# ---- block 1 ----
$ cat config.mk
export PLATFORM = sky130hd
export DESIGN_NAME = desample
export DESIGN_NICKNAME = d
export VERILOG_FILES = /design/src/rtl/desample_pkg.sv /design/src/rtl/desample_fifo.sv /design/src/rtl/desample.sv
export SDC_FILE = /design/constraint.sdc
export NUM_CORES = 1
export LEC_CHECK = 0
export ABC_AREA = 1
export CAP_MARGIN = 20
export CORE_AREA = 2 2 51 76
export DETAILED_ROUTE_END_ITERATION = 10
export DIE_AREA = 0 0 53 78
export GPL_TIMING_DRIVEN = 0
export PLACE_DENSITY = 0.71
export SLEW_MARGIN = 20
export SYNTH_ARGS = -nofsm -noshare
export SYNTH_HDL_FRONTEND = slang
export SYNTH_SLANG_ARGS = --single-unit
$ cat constraint.sdc
create_clock -name clk -period 2.08 [get_ports clk]
set_input_delay 0.416 -clock clk [delete_from_list [all_inputs] [get_ports clk]]
set_output_delay 0.416 -clock clk [all_outputs]
set_load 0.005 [all_outputs]
$ cat src/rtl/desample_pkg.sv
// rtl/desample_pkg.sv - shared constants and helpers for the desample stream restorer
package desample_pkg;

  localparam int OVF_DROP_NEW = 0;
  localparam int OVF_DROP_OLD = 1;
  localparam int OVF_CNT_W    = 16;

  function automatic int clog2(input int n);
    int r;
    r = 0;
    for (int i = 0; i < 31; i++) begin
      if ((1 << i) < n) r = i + 1;
    end
    return r;
  endfunction

endpackage

$ cat src/rtl/desample_fifo.sv
// rtl/desample_fifo.sv - circular buffer with full/empty and a forced read advance for drop-oldest
module desample_fifo
  import desample_pkg::*;
#(
  parameter int DEPTH = 4,
  parameter int W     = 8
) (
  input  logic         clk,
  input  logic         rst,
  input  logic         wr_en,
  input  logic [W-1:0] wr_data,
  input  logic         rd_en,
  input  logic         force_adv,
  output logic [W-1:0] rd_data,
  output logic         full,
  output logic         empty
);

  localparam int AW = clog2(DEPTH);

  logic [AW:0]  wptr;
  logic [AW:0]  rptr;
  logic [W-1:0] mem [DEPTH];

  // One extra pointer bit distinguishes a full buffer from an empty one.
  assign full    = (wptr[AW] != rptr[AW]) && (wptr[AW-1:0] == rptr[AW-1:0]);
  assign empty   = (wptr == rptr);
  assign rd_data = mem[rptr[AW-1:0]];

  always_ff @(posedge clk or negedge rst) begin
    if (!rst) begin
      wptr <= '0;
      rptr <= '0;
    end else begin
      if (wr_en) wptr <= wptr + 1'b1;
      if (rd_en || force_adv) rptr <= rptr + 1'b1;
    end
  end

  // Storage needs no reset: entries are only visible between the pointers.
  always_ff @(posedge clk) begin
    if (wr_en) mem[wptr[AW-1:0]] <= wr_data;
  end

endmodule

$ cat src/rtl/desample.sv
// rtl/desample.sv - turns a valid-only sample source into a backpressured stream; DESAMPLE_OVF_CNT_EN adds ovf_cnt
module desample
  import desample_pkg::*;
#(
  parameter int DEPTH        = 4,
  parameter int W            = 8,
  parameter int CHANGES_ONLY = 0,
  parameter int DROP_OLDEST  = OVF_DROP_NEW
) (
  input  logic                 clk,
  input  logic                 rst,
  input  logic [W-1:0]         din_data,
  input  logic                 din_valid,
  output logic                 din_ready,
  output logic [W-1:0]         dout_data,
  output logic                 dout_valid,
  input  logic                 dout_ready,
  output logic                 ovf
`ifdef DESAMPLE_OVF_CNT_EN
  ,
  output logic [OVF_CNT_W-1:0] ovf_cnt
`endif
);

  localparam bit CHG_MODE  = (CHANGES_ONLY != 0);
  localparam bit DROP_MODE = (DROP_OLDEST == OVF_DROP_OLD);

  logic [W-1:0] last;
  logic         last_valid;
  logic         capture;
  logic         pop;
  logic         full;
  logic         empty;
  logic         lost;
  logic         wr_en;
  logic         force_adv;

  assign din_ready  = 1'b1;
  assign dout_valid = !empty;
  assign pop        = dout_valid && dout_ready;

  assign capture   = din_valid && (!CHG_MODE || !last_valid || (din_data != last));
  // A pop in the same cycle frees the slot, so a full FIFO only loses data without one.
  assign lost      = capture && full && !pop;
  assign wr_en     = capture && (!full || pop || DROP_MODE);
  assign force_adv = lost && DROP_MODE;

  desample_fifo #(
    .DEPTH (DEPTH),
    .W     (W)
  ) u_fifo (
    .clk       (clk),
    .rst       (rst),
    .wr_en     (wr_en),
    .wr_data   (din_data),
    .rd_en     (pop),
    .force_adv (force_adv),
    .rd_data   (dout_data),
    .full      (full),
    .empty     (empty)
  );

  // Change detection follows captured samples, including ones lost to overflow.
  always_ff @(posedge clk or negedge rst) begin
    if (!rst) begin
      last       <= '0;
      last_valid <= 1'b0;
    end else if (capture) begin
      last       <= din_data;
      last_valid <= 1'b1;
    end
  end

  always_ff @(posedge clk or negedge rst) begin
    if (!rst) begin
      ovf <= 1'b0;
    end else if (lost) begin
      ovf <= 1'b1;
    end
  end

`ifdef DESAMPLE_OVF_CNT_EN
  always_ff @(posedge clk or negedge rst) begin
    if (!rst) begin
      ovf_cnt <= '0;
    end else if (lost && (ovf_cnt != {OVF_CNT_W{1'b1}})) begin
      ovf_cnt <= ovf_cnt + 1'b1;
    end
  end
`endif

endmodule

block_1/layers.png
Scale bar: 20 um.
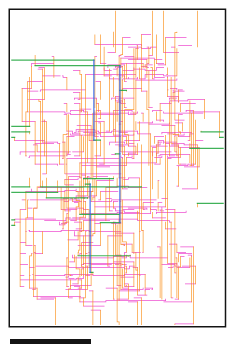
Key: green = M3 [wire length 164 um]; blue = M4 [wire length 80.2 um]; magenta = M1 [wire length 1290 um]; orange = M2 [wire length 1780 um]
DR WL/cell: 15.6 um
Routed WL: 3.31 mm
via count: 1114
gr usage total: 19.0%

==> Changelog: implementation <==
### Implementation results

* Pin count of the biggest net entering global routing at 15
* Ys cells at 141
* Die H at 78 um
* Total CTS buffers at 5
* Dominant Register Cell: edfxtp_1
* Gate power share at between 30% and 40%
* Unrepaired setup endpoints after global routing: false
* Post-Place Cells at 204
* Synth Seq Share at 68.5%
* Final period util at roughly 96%
* Synth cell types at 19
* Final worst path period need at 1.99 ns
* Pint at approximately 1.9 mW
* Grt ovf at 0
* Clock Buffer Count at 5
* FP Util at 48.5%
* Top cell category: sequential cells
* Placed Instance Area at 1920 sq um
* RePlAce Congestion at 0.781
* Vias in the first global route at 1178
* Clock sink count at 39
* First-pass GRT wire length at 5.53 mm
* CP Class: flop to primary output
* P&R area growth vs syn at 24.0%
* GR Util met1 at approximately 22%
* Status: complete, no violations
* Final Hold Vio Count at 0
block_1/route_heat.png
Scale bar: 20 um. 11 x 16 tiles, from dark blue (low) to red (high), scaled to the fullest tile. Values are wire area over tile area, all layers added.
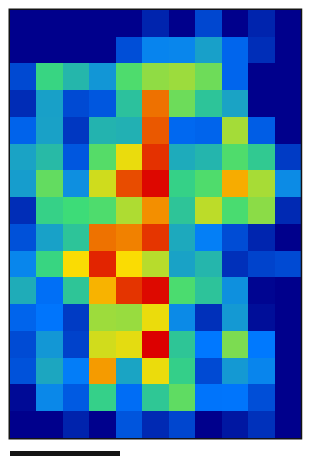
27% of the tiles are over half the peak. The densest ninth of the die: middle. The fullest tile reaches 0.38. The mean over all tiles is 0.13. 17% of the tiles are nearly empty.

## critical path, cell delays in order (launching register included)
cell and delay, ns:
dfrtp_1 0.41, buf_6 0.16, inv_6 0.09, buf_8 0.14
nor2_1 0.04, o22ai_1 0.17, dlygate4sd2_1 0.26
## routing by layer
layer	part of all wire [%]	wire (um)
met1	39	1290
met2	54	1780
met3	4.9	164
met4	2.4	80
met5	0	0
## registers in the layout, summed over array words and instances (netlist names)
name	flops
u_fifo.rptr	3
u_fifo.wptr	3
u_fifo.mem	32
ovf	1

# ---- block 2 ----
File: src/rtl/div_32_pkg.sv
// Shared types and constants for the div_32 restoring divider.
package div_32_pkg;

    localparam int DIV_WIDTH = 32;
    localparam int CNT_W     = $clog2(DIV_WIDTH);

    typedef enum logic [1:0] {
        IDLE,
        CALC,
        FIX,
        DONE
    } state_t;

endpackage

File: src/rtl/div_32_step.sv
// One combinational restoring-division step: shift in a dividend bit, trial-subtract the divisor.
module div_32_step
    import div_32_pkg::*;
#(
    parameter int WIDTH = DIV_WIDTH
) (
    input  logic [WIDTH-1:0] rem,
    input  logic             dividend_bit,
    input  logic [WIDTH-1:0] divisor,
    output logic [WIDTH-1:0] rem_next,
    output logic             q_bit
);

    logic [WIDTH:0] shifted;
    logic [WIDTH:0] diff;

    // One extra bit so the shifted remainder never overflows before the compare.
    assign shifted  = {rem, dividend_bit};
    assign diff     = shifted - {1'b0, divisor};
    assign q_bit    = (shifted >= {1'b0, divisor});
    assign rem_next = q_bit ? diff[WIDTH-1:0] : shifted[WIDTH-1:0];

endmodule

File: src/rtl/div_32.sv
// div_32: signed/unsigned 32-bit divider, one restoring step per cycle, results registered on DONE.
// Define DIV_32_DZ_DETECT_EN to short-circuit a zero divisor and raise dz.
module div_32
    import div_32_pkg::*;
#(
    parameter int WIDTH = DIV_WIDTH
) (
    input  logic             clk,
    input  logic             reset,
    input  logic             start,
    input  logic             sgn,
    input  logic [WIDTH-1:0] s,
    input  logic [WIDTH-1:0] t,
    output logic             busy,
    output logic             done,
    output logic [WIDTH-1:0] quotient,
    output logic [WIDTH-1:0] remainder,
    output logic             dz
);

    state_t           state;
    state_t           next_state;
    logic [CNT_W-1:0] cnt;
    logic [WIDTH-1:0] dvd;
    logic [WIDTH-1:0] dsr;
    logic [WIDTH-1:0] rem;
    logic [WIDTH-1:0] quo;
    logic [WIDTH-1:0] rem_next;
    logic [WIDTH-1:0] s_mag;
    logic [WIDTH-1:0] t_mag;
    logic             q_bit;
    logic             sgn_q;
    logic             s_neg;
    logic             t_neg;
    logic             byp;
    logic             accept;
    logic             skip_calc;

    // The cycle showing done=1 is still the end of the previous divide, so start is refused there.
    assign accept = (state == IDLE) && start && !done;
    assign s_mag  = (sgn && s[WIDTH-1]) ? -s : s;
    assign t_mag  = (sgn && t[WIDTH-1]) ? -t : t;

`ifdef DIV_32_DZ_DETECT_EN
    assign skip_calc = (t == '0);
`else
    assign skip_calc = 1'b0;
`endif

    div_32_step #(
        .WIDTH(WIDTH)
    ) u_step (
        .rem         (rem),
        .dividend_bit(dvd[WIDTH-1]),
        .divisor     (dsr),
        .rem_next    (rem_next),
        .q_bit       (q_bit)
    );

    always_ff @(posedge clk or posedge reset) begin
        if (reset) begin
            state <= IDLE;
        end else begin
            state <= next_state;
        end
    end

    always_comb begin
        // NOTE: default first so every path assigns next_state and no latch is inferred.
        next_state = state;
        case (state)
            IDLE: if (accept) next_state = skip_calc ? FIX : CALC;
            CALC: if (cnt == '0) next_state = FIX;
            FIX:  next_state = DONE;
            DONE: next_state = IDLE;
            default: next_state = IDLE;
        endcase
    end

    always_ff @(posedge clk or posedge reset) begin
        if (reset) begin
            cnt   <= '0;
            dvd   <= '0;
            dsr   <= '0;
            rem   <= '0;
            quo   <= '0;
            sgn_q <= 1'b0;
            s_neg <= 1'b0;
            t_neg <= 1'b0;
            byp   <= 1'b0;
        end else begin
            case (state)
                IDLE: begin
                    if (accept) begin
                        dvd   <= s_mag;
                        dsr   <= t_mag;
                        rem   <= skip_calc ? s : '0;
                        quo   <= skip_calc ? '1 : '0;
                        cnt   <= CNT_W'(WIDTH - 1);
                        sgn_q <= sgn;
                        s_neg <= s[WIDTH-1];
                        t_neg <= t[WIDTH-1];
                        byp   <= skip_calc;
                    end
                end
                CALC: begin
                    rem <= rem_next;
                    quo <= {quo[WIDTH-2:0], q_bit};
                    dvd <= {dvd[WIDTH-2:0], 1'b0};
                    if (cnt != '0) cnt <= cnt - 1'b1;
                end
                FIX: begin
                    // Truncating division: quotient sign from the operand signs, remainder follows the dividend.
                    if (!byp && sgn_q && (s_neg ^ t_neg)) quo <= -quo;
                    if (!byp && sgn_q && s_neg)           rem <= -rem;
                end
                default: ;
            endcase
        end
    end

    always_ff @(posedge clk or posedge reset) begin
        if (reset) begin
            busy      <= 1'b0;
            done      <= 1'b0;
            quotient  <= '0;
            remainder <= '0;
`ifdef DIV_32_DZ_DETECT_EN
            dz        <= 1'b0;
`endif
        end else begin
            done <= 1'b0;
            if (accept) busy <= 1'b1;
            if (state == DONE) begin
                busy      <= 1'b0;
                done      <= 1'b1;
                quotient  <= quo;
                remainder <= rem;
`ifdef DIV_32_DZ_DETECT_EN
                dz        <= byp;
`endif
            end
        end
    end

`ifndef DIV_32_DZ_DETECT_EN
    assign dz = 1'b0;
`endif

endmodule

File: config.mk
export PLATFORM = sky130hd
export DESIGN_NAME = div_32
export DESIGN_NICKNAME = d
export VERILOG_FILES = /design/src/rtl/div_32_pkg.sv /design/src/rtl/div_32_step.sv /design/src/rtl/div_32.sv
export SDC_FILE = /design/constraint.sdc
export NUM_CORES = 1
export LEC_CHECK = 0
export CAP_MARGIN = 20
export CORE_ASPECT_RATIO = 0.6
export CORE_MARGIN = 2
export CORE_UTILIZATION = 62
export DETAILED_ROUTE_END_ITERATION = 12
export PLACE_DENSITY = 0.86
export SYNTH_ARGS = -nofsm -noshare
export SYNTH_HDL_FRONTEND = slang
export SYNTH_SLANG_ARGS = --single-unit
File: constraint.sdc
create_clock -name clk -period 15.8 [get_ports clk]
set_input_delay 1.58 -clock clk [delete_from_list [all_inputs] [get_ports clk]]
set_output_delay 1.58 -clock clk [all_outputs]
set_load 0.05 [all_outputs]
block_2/pinout.png
Pins as bars across the die edge, other pins in gray.
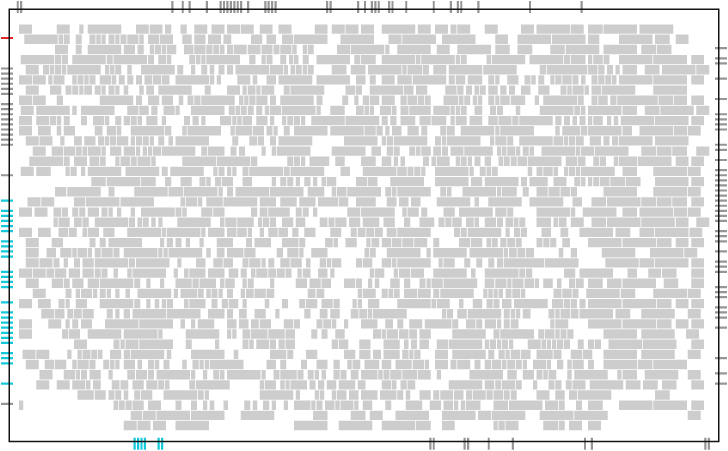
Key: cyan = t [pins 32, direction input, edge 26 left, 6 bottom]; red = clk [pins 1, direction input, edge left]
die x size: 189 um
port bufs: 133

block_2/route_heat.png
Scale bar: 50 um. 38 x 23 tiles, from dark blue (low) to red (high), scaled to the fullest tile. Values are wire area over tile area, all layers added.
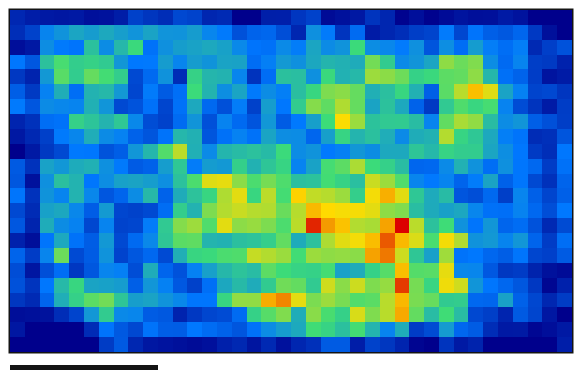
3.3% of the tiles are nearly empty. The fullest tile reaches 0.84. 19% of the tiles are over half the peak. The mean over all tiles is 0.27. The densest ninth of the die: middle.
DR WL/cell: 18.8 um
Routed WL: 34.7 mm

-- worst max-delay path, delay by kind of cell --
family | cells | cell delay (ns)
AOI/OAI and AO/OA | 3 | 0.63
and+or+nand+nor | 3 | 1.29
buffers and inverters | 3 | 1.13
-- how the worst max path moves through the flow --
stage / to / cells after the start
detailed placement: dsr[29] / 9
global placement: rem[29] / 9
CTS: dsr[29] / 9
finish: rem[28] / 9
floorplan: busy / 1
global route: dsr[29] / 9
==> Changelog: implementation <==
### Implementation results

* Status: complete, no violations
* Initial antenna violation count at 0
* # nets final at 1666
* Critical path endpoint category: flop
* CP Class: input pin to flop
* Final period util at 26.8%
* Post-Syn Nets at 1582
* Row cnt at 40
* Gr usage total at between 30% and 40%
* Final Instance Area at 14900 sq um
* Worst-path cell chain: clkdlybuf4s50_1, nand3b_1, buf_4, a221oi_2, buf_4, nand3_1, nor2_1, a221oi_1, o21ai_0
* Hold EP: dsr[5]
* Max cap viols at 0
* Endpoints failing setup at 0
* Chip area at about 22000 sq um
* Max Used Layer: met4
* Final core utilization at 74.2%
* Ys cells at around 1500
* Tap cell count at 273
* Total CTS buffers at 20
* Worst endpoint data arrival time at 4.65 ns

# ---- block 3 ----
File: config.mk
export PLATFORM = sky130hd
export DESIGN_NAME = clk_div_prog
export DESIGN_NICKNAME = d
export VERILOG_FILES = /design/src/rtl/clk_div_prog_pkg.sv /design/src/rtl/clk_div_prog_negph.sv /design/src/rtl/clk_div_prog.sv
export SDC_FILE = /design/constraint.sdc
export NUM_CORES = 1
export LEC_CHECK = 0
export ABC_AREA = 1
export CAP_MARGIN = 20
export CORE_MARGIN = 1
export CORE_UTILIZATION = 45
export DETAILED_ROUTE_END_ITERATION = 10
export GPL_ROUTABILITY_DRIVEN = 0
export PLACE_DENSITY = 0.65
export RECOVER_POWER = 50
export SLEW_MARGIN = 10
export SYNTH_ARGS = -nofsm -noshare
export SYNTH_HDL_FRONTEND = slang
export SYNTH_SLANG_ARGS = --single-unit
File: constraint.sdc
create_clock -name sclk -period 4.8 [get_ports sclk]
set_input_delay 1.44 -clock sclk [delete_from_list [all_inputs] [get_ports sclk]]
set_output_delay 1.44 -clock sclk [all_outputs]
set_load 0.005 [all_outputs]
File: src/rtl/clk_div_prog_pkg.sv
// Shared definitions for the programmable clock divider family.
// Holds the minimum legal divisor, the divisor clamp applied at capture and
// the duty threshold (N>>1) that sets where the high phase of a period ends.
// Helpers work on 32-bit values; callers size the result to their width.
package clk_div_prog_pkg;

   localparam logic [31:0] DIV_MIN = 32'd2;

   // Divisors below DIV_MIN cannot form a period with both phases present.
   function automatic logic [31:0] div_clamp(input logic [31:0] v);
      return (v < DIV_MIN) ? DIV_MIN : v;
   endfunction

   // Number of whole sclk cycles the posedge phase stays high.
   function automatic logic [31:0] duty_thr(input logic [31:0] n);
      return n >> 1;
   endfunction

endpackage

File: src/rtl/clk_div_prog_negph.sv
// Falling-edge retime flop for the divider's odd-divisor half-cycle extension.
// This is the only negedge logic in the divider, kept apart so it is easy to
// find and constrain.
// Ports:
//   sclk  in  source clock (falling edge used)
//   rst_n in  asynchronous active-low reset
//   d     in  posedge-phase high qualified by odd mode
//   q     out d delayed by half an sclk cycle
module clk_div_negph (
   input  logic sclk,
   input  logic rst_n,
   input  logic d,
   output logic q
);

   always_ff @(negedge sclk or negedge rst_n) begin
      if (!rst_n) q <= 1'b0;
      else        q <= d;
   end

endmodule

File: src/rtl/clk_div_prog.sv
// Runtime-programmable integer clock divider, 50% duty for any N >= 2.
// A counter runs 0..div_cur-1; the posedge phase clk_p is high for the first
// N>>1 cycles, and for odd N a negedge copy stretches the high phase by half
// a cycle. New divisors and stop requests only take effect at the end of a
// complete period, so the output never produces a runt pulse.
// Ports:
//   sclk     in  source clock
//   rst_n    in  asynchronous active-low reset
//   en       in  run request (start on next posedge, stop at period end)
//   div_load in  strobe: capture div_val into the shadow divisor
//   div_val  in  requested divisor (0/1 clamp to 2)
//   o_clk    out divided clock
//   o_tick   out one-sclk pulse in the cnt==0 cycle
//   div_cur  out divisor of the running period
module clk_div_prog
   import clk_div_prog_pkg::*;
#(
   parameter int          WIDTH       = 8,
   parameter int unsigned DIV_DEFAULT = 5
) (
   input  logic             sclk,
   input  logic             rst_n,
   input  logic             en,
   input  logic             div_load,
   input  logic [WIDTH-1:0] div_val,
   output logic             o_clk,
   output logic             o_tick,
   output logic [WIDTH-1:0] div_cur
);

   logic [WIDTH-1:0] cnt;
   logic [WIDTH-1:0] cnt_inc;
   logic [WIDTH-1:0] shadow;
   logic [WIDTH-1:0] load_val;
   logic [WIDTH-1:0] next_div;
   logic [WIDTH-1:0] thr;
   logic             run;
   logic             clk_p;
   logic             clk_n;
   logic             odd;
   logic             pend;
   logic             pend_eff;
   logic             boundary;
   logic             neg_d;

   assign load_val = WIDTH'(div_clamp(32'(div_val)));
   assign thr      = WIDTH'(duty_thr(32'(div_cur)));
   // cnt never exceeds div_cur-1 <= 2**WIDTH-2, so the increment cannot wrap.
   assign cnt_inc  = cnt + WIDTH'(1);
   assign boundary = run && (cnt == div_cur - WIDTH'(1));

   // A load arriving in the boundary cycle itself is honoured at that boundary.
   assign next_div = div_load ? load_val : shadow;
   assign pend_eff = pend | div_load;

   always_ff @(posedge sclk or negedge rst_n) begin
      if (!rst_n) begin
         cnt     <= '0;
         run     <= 1'b0;
         clk_p   <= 1'b0;
         odd     <= 1'b0;
         o_tick  <= 1'b0;
         div_cur <= WIDTH'(DIV_DEFAULT);
         shadow  <= WIDTH'(DIV_DEFAULT);
         pend    <= 1'b0;
      end else begin
         if (div_load) begin
            shadow <= load_val;
            pend   <= 1'b1;
         end

         if (!run) begin
            cnt <= '0;
            if (en) begin
               // Both phases are low while idle, so odd can be aligned to the
               // running divisor here without disturbing o_clk.
               run    <= 1'b1;
               clk_p  <= 1'b1;
               o_tick <= 1'b1;
               odd    <= div_cur[0];
            end else begin
               clk_p  <= 1'b0;
               o_tick <= 1'b0;
            end
         end else if (boundary) begin
            // Both phases are low in the last cycle of a period, so swapping
            // the divisor and odd mode here cannot glitch o_clk.
            if (pend_eff) begin
               div_cur <= next_div;
               odd     <= next_div[0];
               pend    <= 1'b0;
            end
            cnt <= '0;
            if (en) begin
               clk_p  <= 1'b1;
               o_tick <= 1'b1;
            end else begin
               run    <= 1'b0;
               clk_p  <= 1'b0;
               o_tick <= 1'b0;
            end
         end else begin
            cnt    <= cnt_inc;
            clk_p  <= (cnt_inc < thr);
            o_tick <= 1'b0;
         end
      end
   end

   assign neg_d = clk_p & odd;

   clk_div_negph u_negph (
      .sclk  (sclk),
      .rst_n (rst_n),
      .d     (neg_d),
      .q     (clk_n)
   );

   assign o_clk = clk_p | clk_n;

endmodule

block_3/route_heat.png
Scale bar: 20 um. 13 x 13 tiles, from dark blue (low) to red (high), scaled to the fullest tile. Values are wire area over tile area, all layers added.
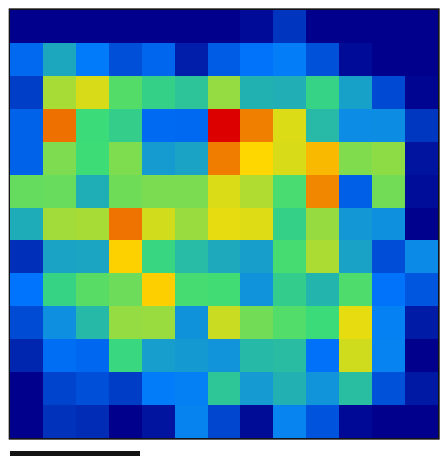
13% of the tiles are nearly empty. The densest ninth of the die: middle. The emptiest ninth of the die: top right. The mean over all tiles is 0.13. 30% of the tiles are over half the peak.

==> Changelog: implementation <==
### Implementation results

* CP Depth at 2
* Top area cell types: dfrtp_1 34%, nand2_1 19%, inv_1 7.6%
* Hold EP: shadow[6]
* Final Max Tran Viols at 30
* Status: complete, but fails checks
* Clock buffer depth at 2
* Post-Syn Nets at 276
* Switching share of power at a little over a fifth
* Failing checks: max-capacitance violations, max-slew violations
* Post-CTS setup buffer count at 0
* Max cap viols at 1
* Critical path endpoint category: primary output
* Post-route insts no fill at around 330
* Crit-path max FO at 1
* Post-Synthesis Cell Area at around 1800 sq um
* FP Util at roughly half
* R2r setup slk at roughly 1.8 ns
* Final antenna diode count at 0
==> state kept, by name (all words and copies together) (netlist names) <==
register,cells
shadow,8
o_tick,1
cnt,8
pend,1
clk_p,1
u_negph.q,1
div_cur,8
odd,1
run,1
==> cell type report <==
| type | count | area, sq um | share of cell area (%) |
|---|---|---|---|
| Multi-Input combinational cell | 183 | 905 | 41.7 |
| Sequential cell | 30 | 756 | 34.8 |
| Timing Repair Buffer | 22 | 209 | 9.63 |
| Inverter | 40 | 150 | 6.92 |
| Clock buffer | 7 | 86.3 | 3.98 |
| Tap cell | 48 | 60.1 | 2.77 |
| Clock inverter | 1 | 5.00 | 0.231 |

# ---- block 4 ----
<file path="config.mk">
export PLATFORM = sky130hd
export DESIGN_NAME = i2c_byte_tx
export DESIGN_NICKNAME = d
export VERILOG_FILES = /design/src/rtl/i2c_byte_tx.sv
export SDC_FILE = /design/constraint.sdc
export NUM_CORES = 1
export LEC_CHECK = 0
export ABC_AREA = 1
export CAP_MARGIN = 15
export CELL_PAD_IN_SITES_DETAIL_PLACEMENT = 1
export CELL_PAD_IN_SITES_GLOBAL_PLACEMENT = 1
export CORE_ASPECT_RATIO = 1.2
export CORE_UTILIZATION = 40
export DETAILED_ROUTE_END_ITERATION = 10
export PLACE_DENSITY_LB_ADDON = 0.1
export SYNTH_ARGS = -nofsm -noshare
export SYNTH_HDL_FRONTEND = slang
export SYNTH_SLANG_ARGS = --single-unit
</file>
<file path="constraint.sdc">
create_clock -name clk -period 3.5 [get_ports clk]
set_input_delay 1.05 -clock clk [delete_from_list [all_inputs] [get_ports clk]]
set_output_delay 1.05 -clock clk [all_outputs]
set_load 0.05 [all_outputs]
</file>
<file path="src/rtl/i2c_byte_tx.sv">
`default_nettype none
// ============================================================================
// Module      : i2c_byte_tx
// Description : I2C master byte transmitter. One accepted start produces a
//               complete frame: START, 8 data bits MSB first, ACK slot and
//               STOP. SCL/SDA are open-drain: *_oe = 1 pulls the line low.
//               Time advances in SCL quarter periods of CLK_DIV clk cycles.
//               A frame is 42 quarters long (2 START + 32 BIT + 4 ACK +
//               4 STOP) when SCL is not stretched.
// Parameters  : CLK_DIV  clk cycles per SCL quarter period (2..65535)
// Macro       : I2C_STRETCH_EN  when defined, the quarter counter holds in
//               Q2 of BIT/ACK/STOP while scl_in reads low (clock stretching).
//               When undefined, scl_in is ignored.
// Ports       : clk      clock, rising edge
//               rst      synchronous active-high reset
//               start    one-cycle request to send a byte (accepted when idle)
//               data     byte to send, latched on an accepted start
//               sda_in   sampled SDA level (slave ACK/NACK)
//               scl_in   sampled SCL level (stretch feature only)
//               scl_oe   1 = drive SCL low
//               sda_oe   1 = drive SDA low
//               busy     frame in progress
//               done     one-cycle frame-complete pulse
//               ack_err  1 = slave NACKed the last frame
// Revision    : 1.0  initial release
// ============================================================================
module i2c_byte_tx #(
  parameter int CLK_DIV = 250
) (
  input  logic       clk,
  input  logic       rst,
  input  logic       start,
  input  logic [7:0] data,
  input  logic       sda_in,
  input  logic       scl_in,
  output logic       scl_oe,
  output logic       sda_oe,
  output logic       busy,
  output logic       done,
  output logic       ack_err
);

  typedef enum logic [2:0] {
    ST_IDLE  = 3'd0,
    ST_START = 3'd1,
    ST_BIT   = 3'd2,
    ST_ACK   = 3'd3,
    ST_STOP  = 3'd4
  } state_t;

  localparam logic [15:0] C_QLAST = 16'(CLK_DIV - 1);

  state_t      state_q,   state_d;
  logic [15:0] qcnt_q,    qcnt_d;
  logic [1:0]  quarter_q, quarter_d;
  logic [2:0]  bit_cnt_q, bit_cnt_d;
  logic [7:0]  shift_q,   shift_d;
  logic        scl_oe_q,  scl_oe_d;
  logic        sda_oe_q,  sda_oe_d;
  logic        busy_q,    busy_d;
  logic        done_q,    done_d;
  logic        ack_err_q, ack_err_d;

  logic hold;
  logic q_end;

`ifdef I2C_STRETCH_EN
  // A slave holding SCL low while we have released it freezes the clock
  // in the high-going quarter of every SCL pulse.
  always_comb begin
    hold = ((state_q == ST_BIT) || (state_q == ST_ACK) || (state_q == ST_STOP))
           && (quarter_q == 2'd2) && !scl_in;
  end
`else
  logic unused_scl_in;
  assign unused_scl_in = scl_in;
  assign hold          = 1'b0;
`endif

  assign q_end = (qcnt_q == C_QLAST) && !hold;

  always_comb begin
    state_d   = state_q;
    qcnt_d    = qcnt_q;
    quarter_d = quarter_q;
    bit_cnt_d = bit_cnt_q;
    shift_d   = shift_q;
    ack_err_d = ack_err_q;
    done_d    = 1'b0;

    if (state_q == ST_IDLE) begin
      qcnt_d    = 16'd0;
      quarter_d = 2'd0;
      if (start) begin
        state_d   = ST_START;
        shift_d   = data;
        bit_cnt_d = 3'd0;
        ack_err_d = 1'b0;
      end
    end else begin
      if (!hold) begin
        qcnt_d = q_end ? 16'd0 : qcnt_q + 16'd1;
      end
      if (q_end) begin
        quarter_d = quarter_q + 2'd1;
        case (state_q)
          ST_START: begin
            if (quarter_q == 2'd1) begin
              state_d   = ST_BIT;
              quarter_d = 2'd0;
            end
          end
          ST_BIT: begin
            if (quarter_q == 2'd3) begin
              shift_d   = {shift_q[6:0], 1'b0};
              bit_cnt_d = bit_cnt_q + 3'd1;
              if (bit_cnt_q == 3'd7) begin
                state_d = ST_ACK;
              end
            end
          end
          ST_ACK: begin
            // Sample on the last cycle of the SCL-high quarter.
            if (quarter_q == 2'd2) begin
              ack_err_d = sda_in;
            end else if (quarter_q == 2'd3) begin
              state_d = ST_STOP;
            end
          end
          ST_STOP: begin
            if (quarter_q == 2'd3) begin
              state_d = ST_IDLE;
              done_d  = 1'b1;
            end
          end
          default: state_d = ST_IDLE;
        endcase
      end
    end

    // Outputs are decoded from the next state so that the registered
    // line controls line up with the state/quarter registers.
    scl_oe_d = 1'b0;
    sda_oe_d = 1'b0;
    case (state_d)
      ST_START: begin
        sda_oe_d = 1'b1;
        scl_oe_d = (quarter_d == 2'd1);
      end
      ST_BIT: begin
        scl_oe_d = !quarter_d[1];
        sda_oe_d = !shift_d[7];
      end
      ST_ACK: begin
        scl_oe_d = !quarter_d[1];
      end
      ST_STOP: begin
        scl_oe_d = !quarter_d[1];
        sda_oe_d = (quarter_d != 2'd3);
      end
      default: begin
        scl_oe_d = 1'b0;
        sda_oe_d = 1'b0;
      end
    endcase

    busy_d = (state_d != ST_IDLE);
  end

  always_ff @(posedge clk) begin
    if (rst) begin
      state_q   <= ST_IDLE;
      qcnt_q    <= 16'd0;
      quarter_q <= 2'd0;
      bit_cnt_q <= 3'd0;
      shift_q   <= 8'd0;
      scl_oe_q  <= 1'b0;
      sda_oe_q  <= 1'b0;
      busy_q    <= 1'b0;
      done_q    <= 1'b0;
      ack_err_q <= 1'b0;
    end else begin
      state_q   <= state_d;
      qcnt_q    <= qcnt_d;
      quarter_q <= quarter_d;
      bit_cnt_q <= bit_cnt_d;
      shift_q   <= shift_d;
      scl_oe_q  <= scl_oe_d;
      sda_oe_q  <= sda_oe_d;
      busy_q    <= busy_d;
      done_q    <= done_d;
      ack_err_q <= ack_err_d;
    end
  end

  assign scl_oe  = scl_oe_q;
  assign sda_oe  = sda_oe_q;
  assign busy    = busy_q;
  assign done    = done_q;
  assign ack_err = ack_err_q;

endmodule
`default_nettype wire

</file>
==> Changelog: implementation <==
### Implementation results

* Pleak at around 1.0 nW
* Slew headroom at a little under three fifths
* Status: complete, no violations
* Clock sink count at 37
* Pre-antenna DRT Iters at 4
* Dominant kind of combinational cell: simple AND/OR/NAND/NOR gates
* P&R area growth vs syn at 16.6%
* Tool warnings at 28
* Most frequent cells after synthesis: 74 x nand2_1, 42 x nor2_1, 37 x dfxtp_1
* Clock latency on the worst-skew pair at 0.29 ns
* Top cells excl fill/tap: 74 x nand2_1, 42 x nor2_1, 37 x dfxtp_1
* Ys cells at a little under 300
* Hold path startpoint: shift_q[0]
* Reg-to-reg endpoint: qcnt_q[12]
* Total CTS buffers at 5
* Final period util at approximately 70%
* Post-Syn Nets at approximately 320
==> routing by layer <==
layer	GRT usage, %	part of all wire, %
met3	3.79	1.6
met1	22.3	44
met4	5.63	1.3
met5	0	0
met2	36.4	53
==> layout make-up <==
| type | instances | area (sq um) |
|---|---|---|
| fillers | 658 | 2550 |
| multi-input cells | 219 | 1160 |
| flip-flops and latches | 37 | 741 |
| repair buffers | 17 | 168 |
| inverters | 37 | 141 |
| well taps | 60 | 75.1 |
| clock buffers | 5 | 68.8 |
| clock inverters | 3 | 65.1 |
block_4/route_heat.png
Scale bar: 20 um. 14 x 16 tiles, from dark blue (low) to red (high), scaled to the fullest tile. Values are wire area over tile area, all layers added.
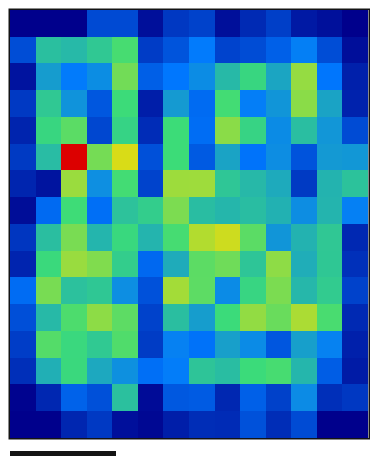
4.5% of the tiles are nearly empty. The mean over all tiles is 0.13. The fullest tile reaches 0.43. The densest ninth of the die: middle.

block_4/ff_map.png
Scale bar: 20 um.
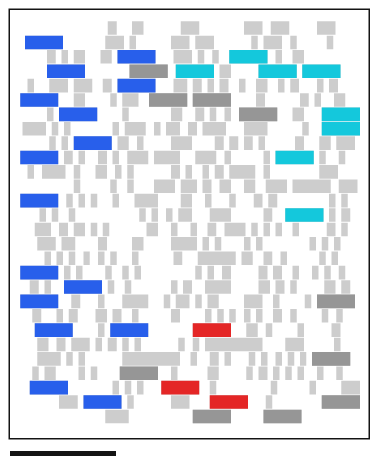
Key: blue = qcnt_q [sequential cells 16]; red = state_q [sequential cells 3]; cyan = shift_q [sequential cells 8, where top right]
Seq. pwr: 442 uW
FF/Latch Area: 741 sq um
final core utilization: 48.7%



==> screenshots <==
Cells colored by class.
(a)
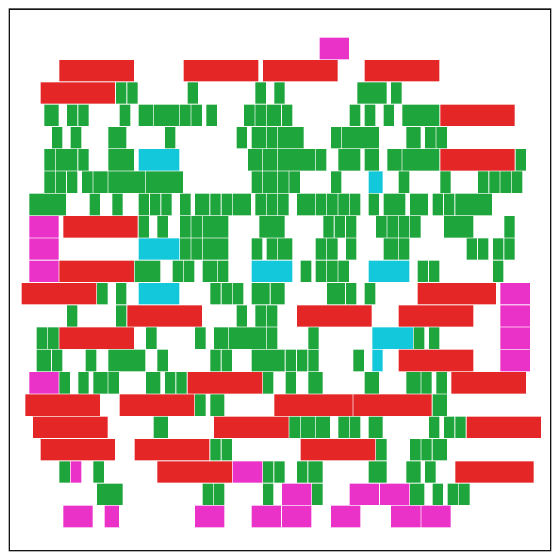
(b)
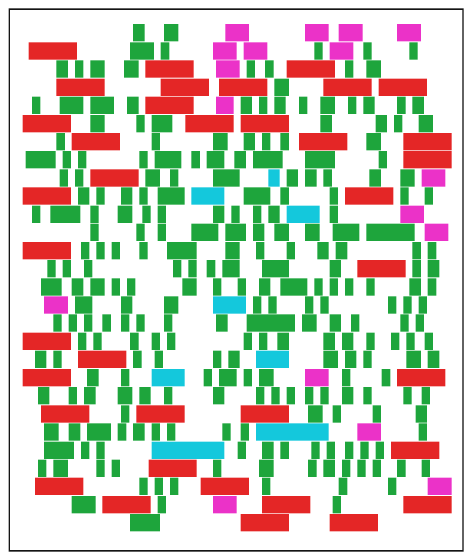
(c)
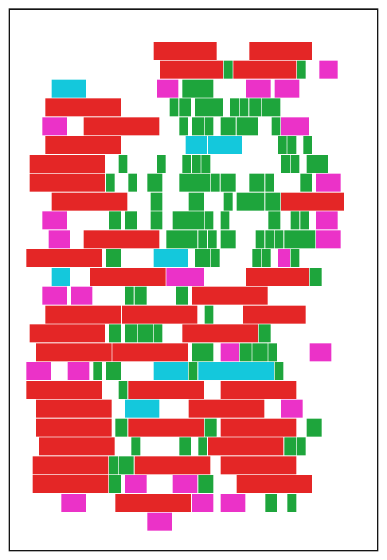
(d)
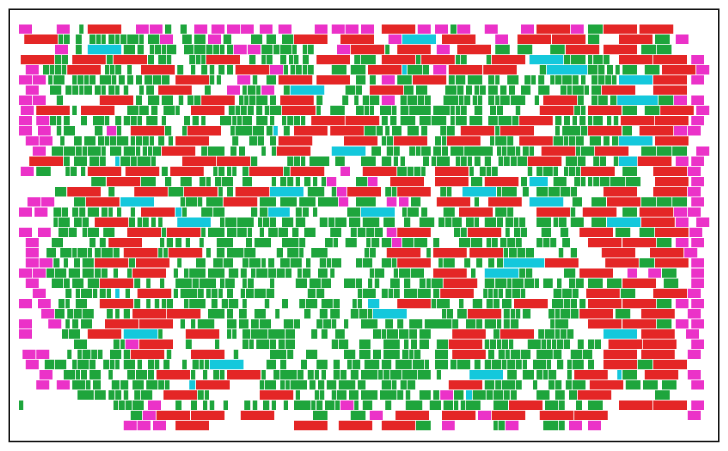
| picture | from |
|---|---|
| (d) | block 2 |
| (c) | block 1 |
| (a) | block 3 |
| (b) | block 4 |
The one with the fewest sequential cells is (a).
The one with the most cells is (d).

Key to (d):
Key: green = remaining logic cells [cells 1184]; magenta = remaining buffers and delay cells [cells 144]; cyan = clock drivers and dummy loads [cells 35]; red = registers [cells 204]

No activity file was given, so power comes from the tool's default toggle rates.
